=== block 1 ===
[config.mk]
export PLATFORM = sky130hd
export DESIGN_NAME = sqrt_pipe_tagged
export DESIGN_NICKNAME = d
export VERILOG_FILES = /design/src/rtl/sqrt_pipe_tagged_pkg.sv /design/src/rtl/sqrt_pipe_tagged_iter_stage.sv /design/src/rtl/sqrt_pipe_tagged.sv
export SDC_FILE = /design/constraint.sdc
export NUM_CORES = 2
export LEC_CHECK = 0
export CAP_MARGIN = 10
export CELL_PAD_IN_SITES_DETAIL_PLACEMENT = 2
export CELL_PAD_IN_SITES_GLOBAL_PLACEMENT = 2
export CORE_MARGIN = 1.5
export CORE_UTILIZATION = 39
export CTS_CLUSTER_SIZE = 8
export DETAILED_ROUTE_END_ITERATION = 16
export GPL_TIMING_DRIVEN = 0
export PLACE_DENSITY_LB_ADDON = 0.1
export SLEW_MARGIN = 40
export SYNTH_ARGS = -nofsm -noshare
export SYNTH_HDL_FRONTEND = slang
export SYNTH_SLANG_ARGS = --single-unit
[constraint.sdc]
create_clock -name clk -period 7.4 [get_ports clk]
set_clock_uncertainty 0.1 [all_clocks]
set_input_delay 1.48 -clock clk [delete_from_list [all_inputs] [get_ports clk]]
set_output_delay 1.48 -clock clk [all_outputs]
set_load 0.005 [all_outputs]
[src/rtl/sqrt_pipe_tagged_pkg.sv]
// Shared types and constants for the tagged square-root pipeline.
// The tagged direction records travel unchanged beside the radicand.
package sqrt_pipe_tagged_pkg;

  localparam int SQ_WIDTH  = 16;  // default data width of x_in and len
  localparam int SQ_Q_BITS = 8;   // default fractional bits
  localparam int TAG_SIZE  = 64;  // tag field width
  localparam int DIR_WIDTH = 16;  // width of each direction component

  typedef struct packed {
    logic [TAG_SIZE-1:0]  tag;
    logic [DIR_WIDTH-1:0] dir_x;
    logic [DIR_WIDTH-1:0] dir_y;
    logic [DIR_WIDTH-1:0] dir_z;
  } TaggedDirection;

  typedef struct packed {
    logic [TAG_SIZE-1:0]  tag;
    logic [DIR_WIDTH-1:0] dir_x;
    logic [DIR_WIDTH-1:0] dir_y;
    logic [DIR_WIDTH-1:0] dir_z;
    logic [SQ_WIDTH-1:0]  len;
  } TaggedDirection_len;

  // Number of pipeline stages needed to cover n iterations, ips per stage.
  function automatic int stage_count(input int n, input int ips);
    return (n + ips - 1) / ips;
  endfunction

endpackage

[src/rtl/sqrt_pipe_tagged_iter_stage.sv]
// One registered slice of the digit-by-digit square root.
// Runs ITERS restoring iterations starting at iteration START, then
// registers remainder, partial root, radicand, tag payload, neg flag, valid.
module sqrt_iter_stage
  import sqrt_pipe_tagged_pkg::*;
#(
  parameter int RAD_W = 24,
  parameter int ITERS = 1,
  parameter int START = 0,
  localparam int ROOT_W = RAD_W / 2,
  localparam int REM_W  = ROOT_W + 3
) (
  input  logic                clk,
  input  logic                reset,
  input  logic                en,
  input  logic                in_valid,
  input  logic                in_neg,
  input  logic [RAD_W-1:0]    in_rad,
  input  logic [REM_W-1:0]    in_rem,
  input  logic [ROOT_W-1:0]   in_root,
  input  TaggedDirection      in_td,
  output logic                out_valid,
  output logic                out_neg,
  output logic [RAD_W-1:0]    out_rad,
  output logic [REM_W-1:0]    out_rem,
  output logic [ROOT_W-1:0]   out_root,
  output TaggedDirection      out_td
);

  logic [REM_W-1:0]  rem_next;
  logic [ROOT_W-1:0] root_next;
  logic [RAD_W-1:0]  rad_v;
  logic [REM_W-1:0]  trial_v;

  logic              valid_reg;
  logic              neg_reg;
  logic [RAD_W-1:0]  rad_reg;
  logic [REM_W-1:0]  rem_reg;
  logic [ROOT_W-1:0] root_reg;
  TaggedDirection    td_reg;

  // Restoring iterations: bring down the next radicand bit pair, try to
  // subtract 4*root+1, and shift the resulting root bit in.
  always_comb begin
    rem_next  = in_rem;
    root_next = in_root;
    rad_v     = in_rad << (2 * START);
    trial_v   = '0;
    for (int j = 0; j < ITERS; j++) begin
      rem_next = (rem_next << 2) | REM_W'(rad_v[RAD_W-1 -: 2]);
      rad_v    = rad_v << 2;
      trial_v  = (REM_W'(root_next) << 2) | REM_W'(1);
      if (rem_next >= trial_v) begin
        rem_next  = rem_next - trial_v;
        root_next = (root_next << 1) | ROOT_W'(1);
      end else begin
        root_next = root_next << 1;
      end
    end
  end

  // Stage register: holds while the pipeline is stalled, clears on reset.
  always_ff @(posedge clk) begin
    if (!reset) begin
      valid_reg <= 1'b0;
      neg_reg   <= 1'b0;
      rad_reg   <= '0;
      rem_reg   <= '0;
      root_reg  <= '0;
      td_reg    <= '0;
    end else if (en) begin
      valid_reg <= in_valid;
      neg_reg   <= in_neg;
      rad_reg   <= in_rad;
      rem_reg   <= rem_next;
      root_reg  <= root_next;
      td_reg    <= in_td;
    end
  end

  assign out_valid = valid_reg;
  assign out_neg   = neg_reg;
  assign out_rad   = rad_reg;
  assign out_rem   = rem_reg;
  assign out_root  = root_reg;
  assign out_td    = td_reg;

endmodule

[src/rtl/sqrt_pipe_tagged.sv]
// Pipelined fixed-point square root carrying a TaggedDirection payload in
// lock-step, with valid/ready flow control and an in-flight counter.
// The last stage register doubles as the output register.
module sqrt_pipe_tagged
  import sqrt_pipe_tagged_pkg::*;
#(
  parameter int WIDTH           = SQ_WIDTH,
  parameter int Q_BITS          = SQ_Q_BITS,
  parameter int ITERS_PER_STAGE = 1,
  localparam int N      = (WIDTH + Q_BITS) / 2,
  localparam int STAGES = stage_count(N, ITERS_PER_STAGE),
  localparam int CNT_W  = $clog2(STAGES + 1)
) (
  input  logic               clk,
  input  logic               reset,
  input  logic               in_valid,
  output logic               in_ready,
  input  logic [WIDTH-1:0]   x_in,
  input  TaggedDirection     TD_in,
  output logic               out_valid,
  input  logic               out_ready,
  output TaggedDirection_len TDL_out,
  output logic               neg_err,
  output logic               busy,
  output logic [CNT_W-1:0]   in_flight
);

  localparam int RAD_W = WIDTH + Q_BITS;
  localparam int REM_W = N + 3;

  logic en;
  logic accept;
  logic consume;

  logic             valid_s [0:STAGES];
  logic             neg_s   [0:STAGES];
  logic [RAD_W-1:0] rad_s   [0:STAGES];
  logic [REM_W-1:0] rem_s   [0:STAGES];
  logic [N-1:0]     root_s  [0:STAGES];
  TaggedDirection   td_s    [0:STAGES];

  logic [CNT_W-1:0] in_flight_reg;
  logic [CNT_W-1:0] in_flight_next;

  // The whole pipe advances unless a valid output is being refused.
  assign en       = !(out_valid && !out_ready);
  assign in_ready = en;
  assign accept   = in_valid && en;
  assign consume  = out_valid && out_ready;

  // Negative radicands are forced to zero so the root comes out as 0.
  assign valid_s[0] = in_valid;
  assign neg_s[0]   = x_in[WIDTH-1];
  assign rad_s[0]   = x_in[WIDTH-1] ? '0 : {x_in, {Q_BITS{1'b0}}};
  assign rem_s[0]   = '0;
  assign root_s[0]  = '0;
  assign td_s[0]    = TD_in;

  genvar gi;
  generate
    for (gi = 0; gi < STAGES; gi++) begin : g_stage
      localparam int ITERS_I =
        ((gi == STAGES - 1) && (N % ITERS_PER_STAGE != 0)) ? (N % ITERS_PER_STAGE)
                                                           : ITERS_PER_STAGE;
      sqrt_iter_stage #(
        .RAD_W (RAD_W),
        .ITERS (ITERS_I),
        .START (gi * ITERS_PER_STAGE)
      ) u_stage (
        .clk       (clk),
        .reset     (reset),
        .en        (en),
        .in_valid  (valid_s[gi]),
        .in_neg    (neg_s[gi]),
        .in_rad    (rad_s[gi]),
        .in_rem    (rem_s[gi]),
        .in_root   (root_s[gi]),
        .in_td     (td_s[gi]),
        .out_valid (valid_s[gi+1]),
        .out_neg   (neg_s[gi+1]),
        .out_rad   (rad_s[gi+1]),
        .out_rem   (rem_s[gi+1]),
        .out_root  (root_s[gi+1]),
        .out_td    (td_s[gi+1])
      );
    end
  endgenerate

  // Output record: payload from the last stage, root zero-extended to len.
  always_comb begin
    TDL_out       = '0;
    TDL_out.tag   = td_s[STAGES].tag;
    TDL_out.dir_x = td_s[STAGES].dir_x;
    TDL_out.dir_y = td_s[STAGES].dir_y;
    TDL_out.dir_z = td_s[STAGES].dir_z;
    TDL_out.len   = SQ_WIDTH'(root_s[STAGES]);
  end

  assign out_valid = valid_s[STAGES];
  assign neg_err   = neg_s[STAGES];

  // Occupancy: +1 on accept, -1 on consume, unchanged when both happen.
  always_comb begin
    in_flight_next = in_flight_reg;
    case ({accept, consume})
      2'b10:   in_flight_next = in_flight_reg + CNT_W'(1);
      2'b01:   in_flight_next = in_flight_reg - CNT_W'(1);
      default: in_flight_next = in_flight_reg;
    endcase
  end

  // Occupancy register; reset discards anything in flight.
  always_ff @(posedge clk) begin
    if (!reset) begin
      in_flight_reg <= '0;
    end else begin
      in_flight_reg <= in_flight_next;
    end
  end

  assign in_flight = in_flight_reg;
  assign busy      = (in_flight_reg != '0);

endmodule

=== block 2 ===
===== config.mk =====
export PLATFORM = sky130hd
export DESIGN_NAME = mult_4_bit_seq_ctrl_v
export DESIGN_NICKNAME = d
export VERILOG_FILES = /design/src/rtl/mult_pkg.sv /design/src/rtl/binary_4_bit_adder_v.sv /design/src/rtl/mult_4_bit_seq_ctrl_v.sv
export SDC_FILE = /design/constraint.sdc
export NUM_CORES = 1
export LEC_CHECK = 0
export ABC_AREA = 1
export CAP_MARGIN = 10
export CORE_UTILIZATION = 50
export CTS_CLUSTER_DIAMETER = 200
export DETAILED_ROUTE_END_ITERATION = 8
export PLACE_DENSITY = 0.75
export SLEW_MARGIN = 20
export SYNTH_ARGS = -nofsm -noshare
export SYNTH_HDL_FRONTEND = slang
export SYNTH_HIERARCHICAL = 1
export SYNTH_SLANG_ARGS = --single-unit

===== constraint.sdc =====
create_clock -name i_clk -period 2 [get_ports i_clk]
set_clock_uncertainty 0.05 [all_clocks]
set_input_delay 0.5 -clock i_clk [delete_from_list [all_inputs] [get_ports i_clk]]
set_output_delay 0.5 -clock i_clk [all_outputs]
set_load 0.05 [all_outputs]

===== src/rtl/mult_pkg.sv =====
// Shared definitions for the 4-bit sequential shift-add multiplier.
package mult_pkg;

   localparam int OP_W  = 4;
   localparam int STEPS = 4;

   // Counter value on which the final shift-add step is taken.
   localparam logic [1:0] LAST_STEP = 2'(STEPS - 1);

   typedef enum logic [1:0] {
      IDLE = 2'd0,
      CALC = 2'd1,
      DONE = 2'd2
   } state_t;

endpackage


===== src/rtl/binary_4_bit_adder_v.sv =====
// 4-bit unsigned ripple adder with carry-in and carry-out.
module binary_4_bit_adder_v (
   input  logic [3:0] a,
   input  logic [3:0] b,
   input  logic       cin,
   output logic [3:0] sum,
   output logic       cout
);

   logic [4:0] total;

   // Full 5-bit sum so the carry is never lost.
   always_comb begin
      total = {1'b0, a} + {1'b0, b} + {4'b0000, cin};
   end

   assign sum  = total[3:0];
   assign cout = total[4];

endmodule


===== src/rtl/mult_4_bit_seq_ctrl_v.sv =====
// Sequential 4x4 unsigned multiplier: one shift-add step per clock,
// four steps per operation, result presented for one DONE cycle.
module mult_4_bit_seq_ctrl_v
   import mult_pkg::*;
(
   input  logic       i_clk,
   input  logic       i_rst,
   input  logic       i_start,
   input  logic [3:0] i_au,
   input  logic [3:0] i_bu,
   output logic       o_busy,
   output logic       o_done,
   output logic [7:0] o_fu
);

   state_t              state;
   state_t              state_nxt;
   logic [OP_W-1:0]     a_reg;
   logic [OP_W-1:0]     b_reg;
   logic [2*OP_W:0]     prod;
   logic [1:0]          cnt;
   logic [2*OP_W-1:0]   fu;

   logic [OP_W-1:0]     add_b;
   logic [OP_W-1:0]     add_sum;
   logic                add_cout;
   logic [2*OP_W:0]     prod_step;
   logic                accept;
   logic                last_step;
   logic                unused_carry;

   // The adder sees the multiplicand only when the current multiplier LSB is set.
   assign add_b = b_reg[0] ? a_reg : '0;

   binary_4_bit_adder_v u_adder (
      .a    (prod[7:4]),
      .b    (add_b),
      .cin  (1'b0),
      .sum  (add_sum),
      .cout (add_cout)
   );

   // Carry lands in bit 8 of the sum, then the whole {carry, product} shifts right.
   assign prod_step = {1'b0, add_cout, add_sum, prod[3:1]};

   // Bit 8 always holds zero after the shift and never feeds the next add.
   assign unused_carry = prod[8];

   // Next-state and registered-state output decode.
   always_comb begin
      state_nxt = state;
      accept    = 1'b0;
      last_step = 1'b0;
      o_busy    = 1'b0;
      o_done    = 1'b0;
      case (state)
         IDLE: begin
            if (i_start) begin
               accept    = 1'b1;
               state_nxt = CALC;
            end
         end
         CALC: begin
            o_busy = 1'b1;
            if (cnt == LAST_STEP) begin
               last_step = 1'b1;
               state_nxt = DONE;
            end
         end
         DONE: begin
            o_busy    = 1'b1;
            o_done    = 1'b1;
            state_nxt = IDLE;
         end
         default: state_nxt = IDLE;
      endcase
   end

   // State, operand, partial-product and result registers.
   always_ff @(posedge i_clk) begin
      if (i_rst) begin
         state <= IDLE;
         a_reg <= '0;
         b_reg <= '0;
         prod  <= '0;
         cnt   <= '0;
         fu    <= '0;
      end else begin
         state <= state_nxt;
         if (accept) begin
            a_reg <= i_au;
            b_reg <= i_bu;
            prod  <= '0;
            cnt   <= '0;
         end else if (state == CALC) begin
            prod  <= prod_step;
            b_reg <= b_reg >> 1;
            cnt   <= cnt + 2'd1;
            if (last_step) begin
               fu <= prod_step[2*OP_W-1:0];
            end
         end
      end
   end

   assign o_fu = fu;

endmodule

=== block 3 ===
$ cat config.mk
export PLATFORM = sky130hd
export DESIGN_NAME = instr_loader
export DESIGN_NICKNAME = d
export VERILOG_FILES = /design/src/rtl/isa_pkg.sv /design/src/rtl/instr_encode.sv /design/src/rtl/instr_loader.sv
export SDC_FILE = /design/constraint.sdc
export NUM_CORES = 1
export LEC_CHECK = 0
export CORE_MARGIN = 5
export CORE_UTILIZATION = 25
export CTS_BUF_LIST = sky130_fd_sc_hd__clkbuf_4
export DETAILED_ROUTE_END_ITERATION = 10
export HOLD_SLACK_MARGIN = 0.08
export PLACE_DENSITY = 0.44
export RECOVER_POWER = 100
export SLEW_MARGIN = 30
export SYNTH_ARGS = -nofsm -noshare
export SYNTH_HDL_FRONTEND = slang
export SYNTH_SLANG_ARGS = --single-unit
$ cat constraint.sdc
create_clock -name clk_i -period 2.14 [get_ports clk_i]
set_input_delay 0.428 -clock clk_i [delete_from_list [all_inputs] [get_ports clk_i]]
set_output_delay 0.428 -clock clk_i [all_outputs]
set_load 0.005 [all_outputs]
$ cat src/rtl/isa_pkg.sv
// isa_pkg: RV64 subset encodings, loader FSM states and field-packing helpers.
package isa_pkg;
  typedef enum logic [3:0] {
    OP_ADD, OP_SUB, OP_AND, OP_OR, OP_MUL, OP_ADDI, OP_LD, OP_SD, OP_BEQ
  } op_e;
  typedef enum logic [1:0] {S_IDLE, S_LOAD, S_DONE} state_e;
  localparam logic [6:0] OPC_R      = 7'b0110011;
  localparam logic [6:0] OPC_I      = 7'b0010011;
  localparam logic [6:0] OPC_LOAD   = 7'b0000011;
  localparam logic [6:0] OPC_STORE  = 7'b0100011;
  localparam logic [6:0] OPC_BRANCH = 7'b1100011;
  localparam logic [2:0] F3_ADD = 3'b000;
  localparam logic [2:0] F3_AND = 3'b111;
  localparam logic [2:0] F3_OR  = 3'b110;
  localparam logic [2:0] F3_D   = 3'b011;
  localparam logic [2:0] F3_BEQ = 3'b000;
  localparam logic [6:0] F7_BASE = 7'b0000000;
  localparam logic [6:0] F7_SUB  = 7'b0100000;
  localparam logic [6:0] F7_MUL  = 7'b0000001;
  function automatic logic [31:0] enc_r(logic [6:0] f7, logic [4:0] rs2, logic [4:0] rs1,
                                        logic [2:0] f3, logic [4:0] rd);
    return {f7, rs2, rs1, f3, rd, OPC_R};
  endfunction
  function automatic logic [31:0] enc_i(logic [11:0] imm, logic [4:0] rs1, logic [2:0] f3,
                                        logic [4:0] rd, logic [6:0] opc);
    return {imm, rs1, f3, rd, opc};
  endfunction
  function automatic logic [31:0] enc_s(logic [11:0] imm, logic [4:0] rs2, logic [4:0] rs1,
                                        logic [2:0] f3);
    return {imm[11:5], rs2, rs1, f3, imm[4:0], OPC_STORE};
  endfunction
  // imm carries the byte offset bits [12:1]; bit 0 is implicit zero
  function automatic logic [31:0] enc_b(logic [12:1] imm, logic [4:0] rs2, logic [4:0] rs1,
                                        logic [2:0] f3);
    return {imm[12], imm[10:5], rs2, rs1, f3, imm[4:1], imm[11], OPC_BRANCH};
  endfunction
endpackage

$ cat src/rtl/instr_encode.sv
// instr_encode: combinational packer from operation descriptor to 32-bit instruction word.
module instr_encode
  import isa_pkg::*;
(
  input  logic [3:0]  op,
  input  logic [4:0]  rd,
  input  logic [4:0]  rs1,
  input  logic [4:0]  rs2,
  input  logic [12:0] imm,
  output logic [31:0] word,
  output logic        illegal
);
  always_comb begin
    word = '0;
    illegal = 1'b0;
    case (op_e'(op))
      OP_ADD:  word = enc_r(F7_BASE, rs2, rs1, F3_ADD, rd);
      OP_SUB:  word = enc_r(F7_SUB, rs2, rs1, F3_ADD, rd);
      OP_AND:  word = enc_r(F7_BASE, rs2, rs1, F3_AND, rd);
      OP_OR:   word = enc_r(F7_BASE, rs2, rs1, F3_OR, rd);
      OP_MUL:  word = enc_r(F7_MUL, rs2, rs1, F3_ADD, rd);
      OP_ADDI: word = enc_i(imm[11:0], rs1, F3_ADD, rd, OPC_I);
      OP_LD:   word = enc_i(imm[11:0], rs1, F3_D, rd, OPC_LOAD);
      OP_SD:   word = enc_s(imm[11:0], rs2, rs1, F3_D);
      OP_BEQ: begin
        word = enc_b(imm[12:1], rs2, rs1, F3_BEQ);
        illegal = imm[0];
      end
      default: illegal = 1'b1;
    endcase
  end
endmodule

$ cat src/rtl/instr_loader.sv
// instr_loader: accepts descriptors, encodes them and writes consecutive instruction-memory words,
// then raises start_o for the CPU.
module instr_loader
  import isa_pkg::*;
#(
  parameter int DEPTH = 256,
  parameter int ADDR_W = 10,
  localparam int CW = $clog2(DEPTH + 1)
) (
  input  logic              clk_i,
  input  logic              rst_i,
  input  logic              load_i,
  input  logic              valid_i,
  output logic              ready_o,
  input  logic [3:0]        op_i,
  input  logic [4:0]        rd_i,
  input  logic [4:0]        rs1_i,
  input  logic [4:0]        rs2_i,
  input  logic [12:0]       imm_i,
  input  logic              last_i,
  output logic              imem_we_o,
  output logic [ADDR_W-1:0] imem_addr_o,
  output logic [31:0]       imem_data_o,
  output logic              start_o,
  output logic [CW-1:0]     count_o,
  output logic              err_o
);
  state_e state, state_n;
  logic we, fin, fin_n, err, acc, open, illegal;
  logic [ADDR_W-1:0] addr;
  logic [CW-1:0] count;
  logic [CW:0] used;
  logic [31:0] data, word;

  instr_encode u_enc (
    .op(op_i), .rd(rd_i), .rs1(rs1_i), .rs2(rs2_i), .imm(imm_i),
    .word(word), .illegal(illegal)
  );

  // used counts the in-flight write so the DEPTH bound holds before it lands
  always_comb begin
    used = {1'b0, count} + {{CW{1'b0}}, we};
    ready_o = state == S_LOAD && !fin && used < (CW + 1)'(DEPTH);
    acc = valid_i && ready_o;
    fin_n = acc && !illegal && (last_i || used + (CW + 1)'(1) == (CW + 1)'(DEPTH));
    open = load_i && state != S_LOAD;
    state_n = open ? S_LOAD : (fin || (acc && illegal && last_i)) ? S_DONE : state;
  end

  always_ff @(posedge clk_i or negedge rst_i)
    if (!rst_i) state <= S_IDLE;
    else state <= state_n;

  always_ff @(posedge clk_i or negedge rst_i)
    if (!rst_i) begin
      fin <= 1'b0;
      we <= 1'b0;
      data <= '0;
      addr <= '0;
      count <= '0;
      err <= 1'b0;
    end else begin
      fin <= fin_n;
      we <= acc && !illegal;
      if (acc && !illegal) data <= word;
      if (open) begin
        addr <= '0;
        count <= '0;
        err <= 1'b0;
      end else begin
        if (we) begin
          addr <= addr + ADDR_W'(4);
          count <= count + CW'(1);
        end
        if (acc && illegal) err <= 1'b1;
      end
    end

  assign imem_we_o = we;
  assign imem_addr_o = addr;
  assign imem_data_o = data;
  assign start_o = state == S_DONE;
  assign count_o = count;
  assign err_o = err;
endmodule

=== block 4 ===
**src/rtl/i2c_bus_conditioner.sv**
```systemverilog
// I2C open-drain bus resolution, synchronisation and glitch filtering, plus
// START/STOP/edge event detection, bus-busy tracking and per-agent arbitration loss.

module i2c_bus_conditioner_line #(
    parameter int SYNC_STAGES = 2,
    parameter int FILTER_LEN  = 4
) (
    input  logic pclk,
    input  logic areset,
    input  logic raw,
    output logic filt,
    output logic filt_prev
);
    localparam int CW = $clog2(FILTER_LEN + 1);
    localparam logic [CW-1:0] CNT_MAX = CW'(FILTER_LEN - 1);

    logic [SYNC_STAGES-1:0] sync_q, sync_d;
    logic [CW-1:0]          cnt_q, cnt_d;
    logic                   filt_q, filt_d;
    logic                   prev_q, prev_d;
    logic                   sync_out;

    assign sync_out = sync_q[SYNC_STAGES-1];

    always_comb begin
        sync_d = {sync_q[SYNC_STAGES-2:0], raw};
        cnt_d  = '0;
        filt_d = filt_q;
        prev_d = filt_q;
        // A change is accepted only after FILTER_LEN consecutive differing cycles
        if (sync_out != filt_q) begin
            if (cnt_q == CNT_MAX) filt_d = sync_out;
            else                  cnt_d  = cnt_q + 1'b1;
        end
    end

    always_ff @(posedge pclk) begin
        if (areset) begin
            sync_q <= '1;
            cnt_q  <= '0;
            filt_q <= 1'b1;
            prev_q <= 1'b1;
        end else begin
            sync_q <= sync_d;
            cnt_q  <= cnt_d;
            filt_q <= filt_d;
            prev_q <= prev_d;
        end
    end

    assign filt      = filt_q;
    assign filt_prev = prev_q;
endmodule

module i2c_bus_conditioner #(
    parameter int NUM_AGENTS  = 2,
    parameter int SYNC_STAGES = 2,
    parameter int FILTER_LEN  = 4
) (
    input  logic                  pclk,
    input  logic                  areset,
    input  logic [NUM_AGENTS-1:0] scl_o,
    input  logic [NUM_AGENTS-1:0] scl_oen,
    input  logic [NUM_AGENTS-1:0] sda_o,
    input  logic [NUM_AGENTS-1:0] sda_oen,
    input  logic                  scl_pad_i,
    input  logic                  sda_pad_i,
    output logic                  scl_pad_oe,
    output logic                  sda_pad_oe,
    output logic                  scl_i,
    output logic                  sda_i,
    output logic                  scl_rise,
    output logic                  scl_fall,
    output logic                  start_det,
    output logic                  rstart_det,
    output logic                  stop_det,
    output logic                  bus_busy,
    output logic [NUM_AGENTS-1:0] arb_lost
);
    typedef enum logic {IDLE, BUSY} state_t;

    logic [NUM_AGENTS-1:0] pull_scl, pull_sda;
    logic scl_raw, sda_raw, scl_f, scl_p, sda_f, sda_p;
    logic start_c, stop_c, rise_c, fall_c;
    state_t state_q, state_d;
    logic scl_rise_q, scl_rise_d, scl_fall_q, scl_fall_d;
    logic start_q, start_d, rstart_q, rstart_d, stop_q, stop_d;

    assign pull_scl   = scl_oen & ~scl_o;
    assign pull_sda   = sda_oen & ~sda_o;
    assign scl_pad_oe = !areset && (|pull_scl);
    assign sda_pad_oe = !areset && (|pull_sda);
    // Local pulls are merged in directly so a lagging pad echo cannot hide them
    assign scl_raw    = scl_pad_i & ~(|pull_scl);
    assign sda_raw    = sda_pad_i & ~(|pull_sda);

    i2c_bus_conditioner_line #(.SYNC_STAGES(SYNC_STAGES), .FILTER_LEN(FILTER_LEN)) u_scl (
        .pclk(pclk), .areset(areset), .raw(scl_raw), .filt(scl_f), .filt_prev(scl_p)
    );
    i2c_bus_conditioner_line #(.SYNC_STAGES(SYNC_STAGES), .FILTER_LEN(FILTER_LEN)) u_sda (
        .pclk(pclk), .areset(areset), .raw(sda_raw), .filt(sda_f), .filt_prev(sda_p)
    );

    // SCL must be high in both cycles, so a simultaneous SCL edge suppresses START/STOP
    assign start_c = scl_f & scl_p &  sda_p & ~sda_f;
    assign stop_c  = scl_f & scl_p & ~sda_p &  sda_f;
    assign rise_c  =  scl_f & ~scl_p;
    assign fall_c  = ~scl_f &  scl_p;

    always_comb begin
        state_d    = state_q;
        scl_rise_d = rise_c;
        scl_fall_d = fall_c;
        start_d    = start_c;
        stop_d     = stop_c;
        rstart_d   = 1'b0;
        case (state_q)
            IDLE: if (start_c) state_d = BUSY;
            BUSY: begin
                rstart_d = start_c;
                if (stop_c) state_d = IDLE;
            end
            default: state_d = IDLE;
        endcase
    end

    always_ff @(posedge pclk) begin
        if (areset) begin
            state_q    <= IDLE;
            scl_rise_q <= 1'b0;
            scl_fall_q <= 1'b0;
            start_q    <= 1'b0;
            rstart_q   <= 1'b0;
            stop_q     <= 1'b0;
        end else begin
            state_q    <= state_d;
            scl_rise_q <= scl_rise_d;
            scl_fall_q <= scl_fall_d;
            start_q    <= start_d;
            rstart_q   <= rstart_d;
            stop_q     <= stop_d;
        end
    end

    assign scl_i      = scl_f;
    assign sda_i      = sda_f;
    assign scl_rise   = scl_rise_q;
    assign scl_fall   = scl_fall_q;
    assign start_det  = start_q;
    assign rstart_det = rstart_q;
    assign stop_det   = stop_q;
    assign bus_busy   = (state_q == BUSY);
    // An agent releasing SDA high while the bus reads low at the SCL rise has lost
    assign arb_lost   = areset ? '0 :
                        ({NUM_AGENTS{scl_rise_q}} & sda_oen & sda_o & {NUM_AGENTS{~sda_f}});
endmodule
```
**config.mk**
```make
export PLATFORM = sky130hd
export DESIGN_NAME = i2c_bus_conditioner
export DESIGN_NICKNAME = d
export VERILOG_FILES = /design/src/rtl/i2c_bus_conditioner.sv
export SDC_FILE = /design/constraint.sdc
export NUM_CORES = 1
export LEC_CHECK = 0
export CAP_MARGIN = 20
export CORE_ASPECT_RATIO = 1.25
export CORE_MARGIN = 2
export CORE_UTILIZATION = 30
export CTS_BUF_LIST = sky130_fd_sc_hd__clkbuf_8
export CTS_CLUSTER_DIAMETER = 150
export DETAILED_ROUTE_END_ITERATION = 16
export GPL_TIMING_DRIVEN = 1
export PLACE_DENSITY = 0.56
export SLEW_MARGIN = 10
export SYNTH_ARGS = -nofsm -noshare
export SYNTH_HDL_FRONTEND = slang
export SYNTH_SLANG_ARGS = --single-unit
```
**constraint.sdc**
```tcl
create_clock -name pclk -period 1.65 [get_ports pclk]
set_clock_uncertainty 0.1 [all_clocks]
set_input_delay 0.2475 -clock pclk [delete_from_list [all_inputs] [get_ports pclk]]
set_output_delay 0.2475 -clock pclk [all_outputs]
set_load 0.01 [all_outputs]
```
### Layout detail, block 1

Region (177, 177) to (217, 217) um. Cells in gray, sequential cells in the stronger gray; small squares are vias.
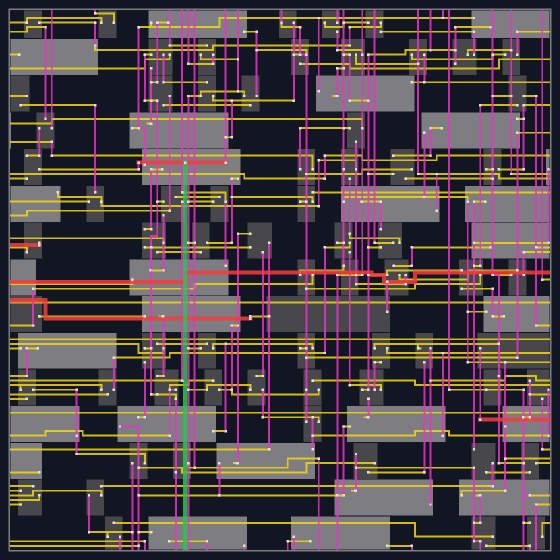
yellow -> metal 1
red -> metal 3
green -> metal 4
magenta -> metal 2
most frequent = nand2_1 (38), dfxtp_1 (23), a21oi_1 (20)
cells with their middle in the window = 89
netlist names of flops here include = g_stage.u_stage.out_td (23)
sequential cells in the window = 23

==> run notes, block 1 <==
fresh numbers from the pnr run: CP top delay family buffers and inverters, class of the worst hold path register to register, dominant kind of cell sequential cells, Core Box Area 152000 sq um, met1 usage 36.3%, wire length on met1 101000 um, status finished, final reports clean, count leader, synth nand2_1, worst endpoint required time 5820 ps, WS Path Type primary input to output pin, DR vias 52310, post-route ant nets 0, Comb/total area about a third, max-slew violation count 0, slowest cell delay on critical path 660 ps, die x size 393 um, count of library flops with an enable pin 0, Mapped Area around 59000 sq um, clock-cell share of area between 8 and 9%, Worst path depth 10, clk sinks 1623, Setup TNS 0 ps, drt initial violations between 2000 and 2500, Area Overhead vs Synth 19.1%, sequential power share 44.5%, Latency at later pin approximately 830 ps, Fill cells roughly 17000, top_reg_cell synth dfxtp_1, cts hold-fix bufs 0, RSZ-0062 raised after global routing no, Reg2Reg Depth 15, slew margin rel. roughly 42%, Clk power ~9000 uW, Commonest Layout Cell nand2_1
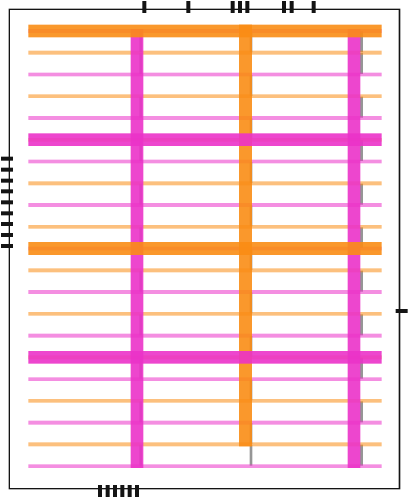
*Power grid, block 4*
Scale: 8 px per um. Pins as bars on the die edge. Tap cells in gray.
orange -> VDD
magenta -> VSS
met4 straps = 3
rows = 20
tap cells = 33
signal pins = 24

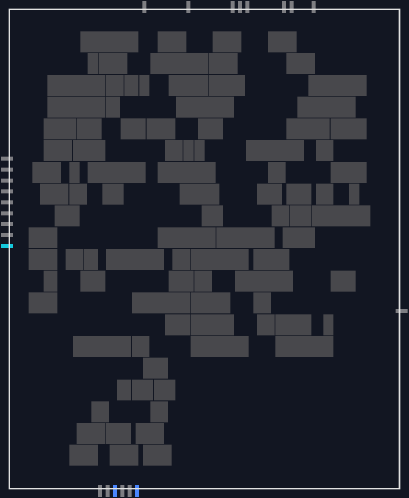
*Pin placement, block 4*
Scale: 8 px per um. Pins as bars across the die edge, other pins in gray.
cyan -> sda_pad_i  # pins 1, direction input, edge left
blue -> scl_oen  # pins 2, direction input, edge bottom
all pins by edge = 9 left, 8 top, 6 bottom, 1 right
# port buffers: 23
die x size: 48.6 um
height of the die: 59.7 um

==> run notes, block 4 <==
fresh numbers from the pnr run: placed instance count between 100 and 150, worst-case clock buffer depth 2, drt initial violations 7, Avg Cell Area, Syn about 11 sq um, worst setup path startpoint scl_o[0], WS Path Type primary input to output pin, Switching Power between 150 and 200 uW, slew margin rel. 80.6%, routed wl met2 around 690 um, total power about 870 uW, #MultiIn Comb 39, GRT overflow 0, R2R Setup Slk between 300 and 400 ps, syn_nets around 82, status finished, final reports clean, Comb/total area 28.5%, worst reg2reg startpoint u_sda.cnt_q[0]$_SDFF_PP0_, Latency at later pin 250 ps, Critical path buffers and inverters 2, cts hold-fix bufs 0, P per Cell Area around 800 nW/um^2, post-route ant nets 0, Distinct cells, synth 22, #FFs+latches synth 20, FF+latch count 20, Cell Int Power between 600 and 700 uW, H-tree levels 1, wire length on met1 580 um, XORs/XNORs by Area between 2 and 2.5%, Syn Inst Count ~66, Worst path depth 4, Clock Buffer Count 3, class of the worst hold path register to register, ys cells 66
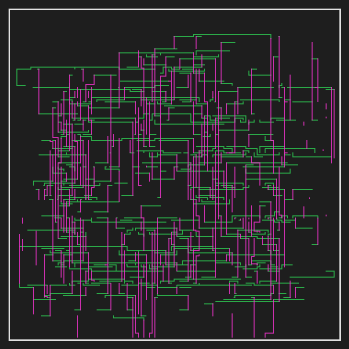
*Metal layers overlaid, block 2*
Scale: 6 px per um. Two of the layers only.
green -> metal 1  # wire length 1290 um
magenta -> metal 2  # wire length 1260 um

==> run notes, block 2 <==
fresh numbers from the pnr run: setup repair bufs after CTS 0, total wire length about 2600 um, status finished, final reports clean, Setup TNS 0 ps, met1 usage roughly a quarter, Dominant cell area share 38.6%, Post-CTS Resized 1, max-slew violation count 0, yosys stat chip area around 1400 sq um, post-route ant nets 0, FF+latch count 27, row cnt 18, signal buffers share of area between 10% and 20%, top power group sequential cells, clk sinks 27
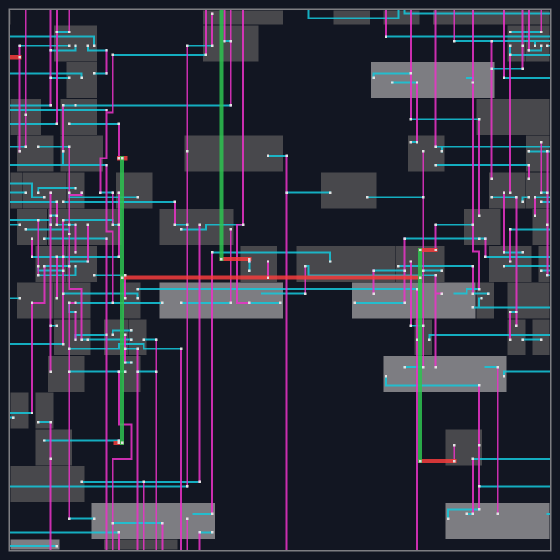
*Layout detail, block 3*
Region (40, 40) to (80, 80) um. Cells in gray, sequential cells in the stronger gray; small squares are vias.
green -> metal 4
cyan -> metal 1
magenta -> metal 2
red -> metal 3
sequential cells in the window = 6
cells with their middle in the window = 50
netlist names of flops here include = imem_data_o (3)
most frequent = buf_4 (7), dfrtp_1 (6), clkbuf_4 (5)

==> run notes, block 3 <==
fresh numbers from the pnr run: height of the die 120 um, commonest cells in the netlist dfrtp_1 (51), nor2_1 (22), nand2_1 (21), failing checks capacitance limit, slew limit, Ys Warns 0, nature of the critical path endpoint output pin, row cnt approximately 40, Comb area ~1600 sq um, status complete, but fails checks, ys cells approximately 300, Area Overhead vs Synth 50.0%, Dominant cell area share between 40% and 50%, max_cap viols 1, critical path endpoint ready_o, sequential power share 38.7%, max-slew violation count 24, clock tree from TritonCTS done

==> notes/layouts.md <==
Pictures saved along the way, in no particular order.

Metal 2.
Plate I
Scale: 6 px per um.
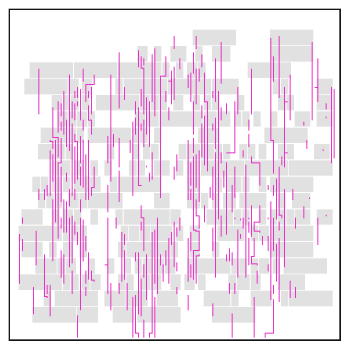
Plate II
Scale: 1 px per um.
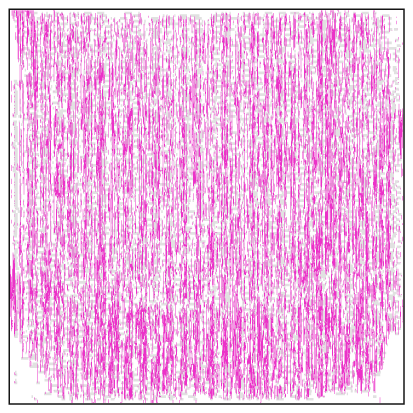
Plate III
Scale: 6 px per um.
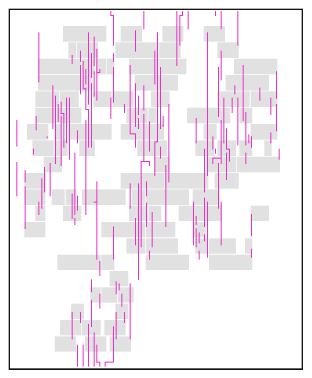
Plate IV
Scale: 3 px per um.
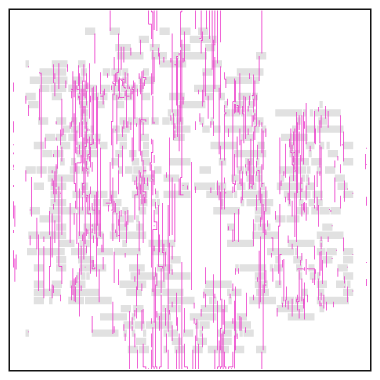
- largest die: Plate II
Plate II: block 1
Plate I: block 2
Plate IV: block 3
Plate III: block 4



## Gallery

Metal layers overlaid.
panel A
Scale: 3 px per um. Two of the layers only.
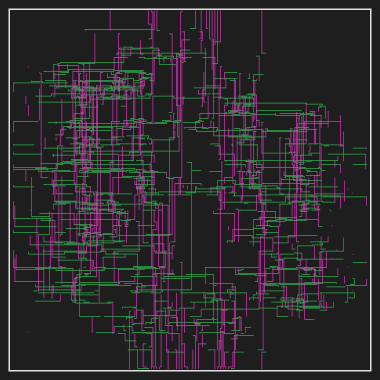
panel B
Scale: 6 px per um. Two of the layers only.
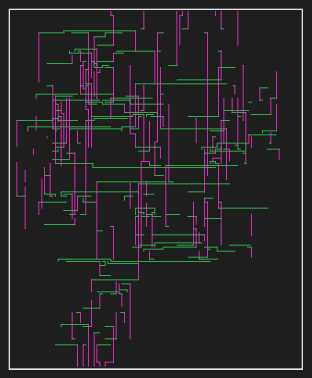
panel C
Scale: 1 px per um. Two of the layers only.
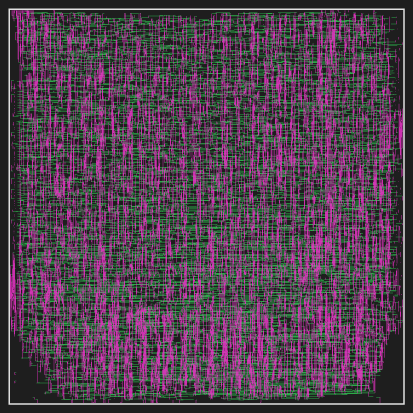
Of these, smallest die: panel B
- panel A = block 3
- panel C = block 1
- panel B = block 4

Key to panel B:
green -> metal 1  # wire length 580 um
magenta -> metal 2  # wire length 686 um


==> gallery <==
Cell placement.
(a)
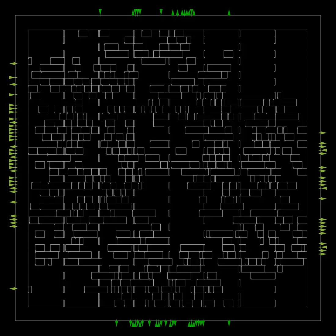
(b)
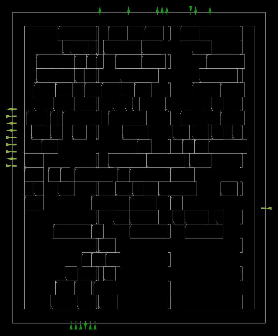
(c)
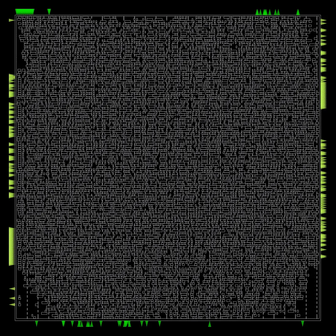
- (a) = block 3
- (b) = block 4
- (c) = block 1

No activity file was given, so power comes from the tool's default toggle rates.
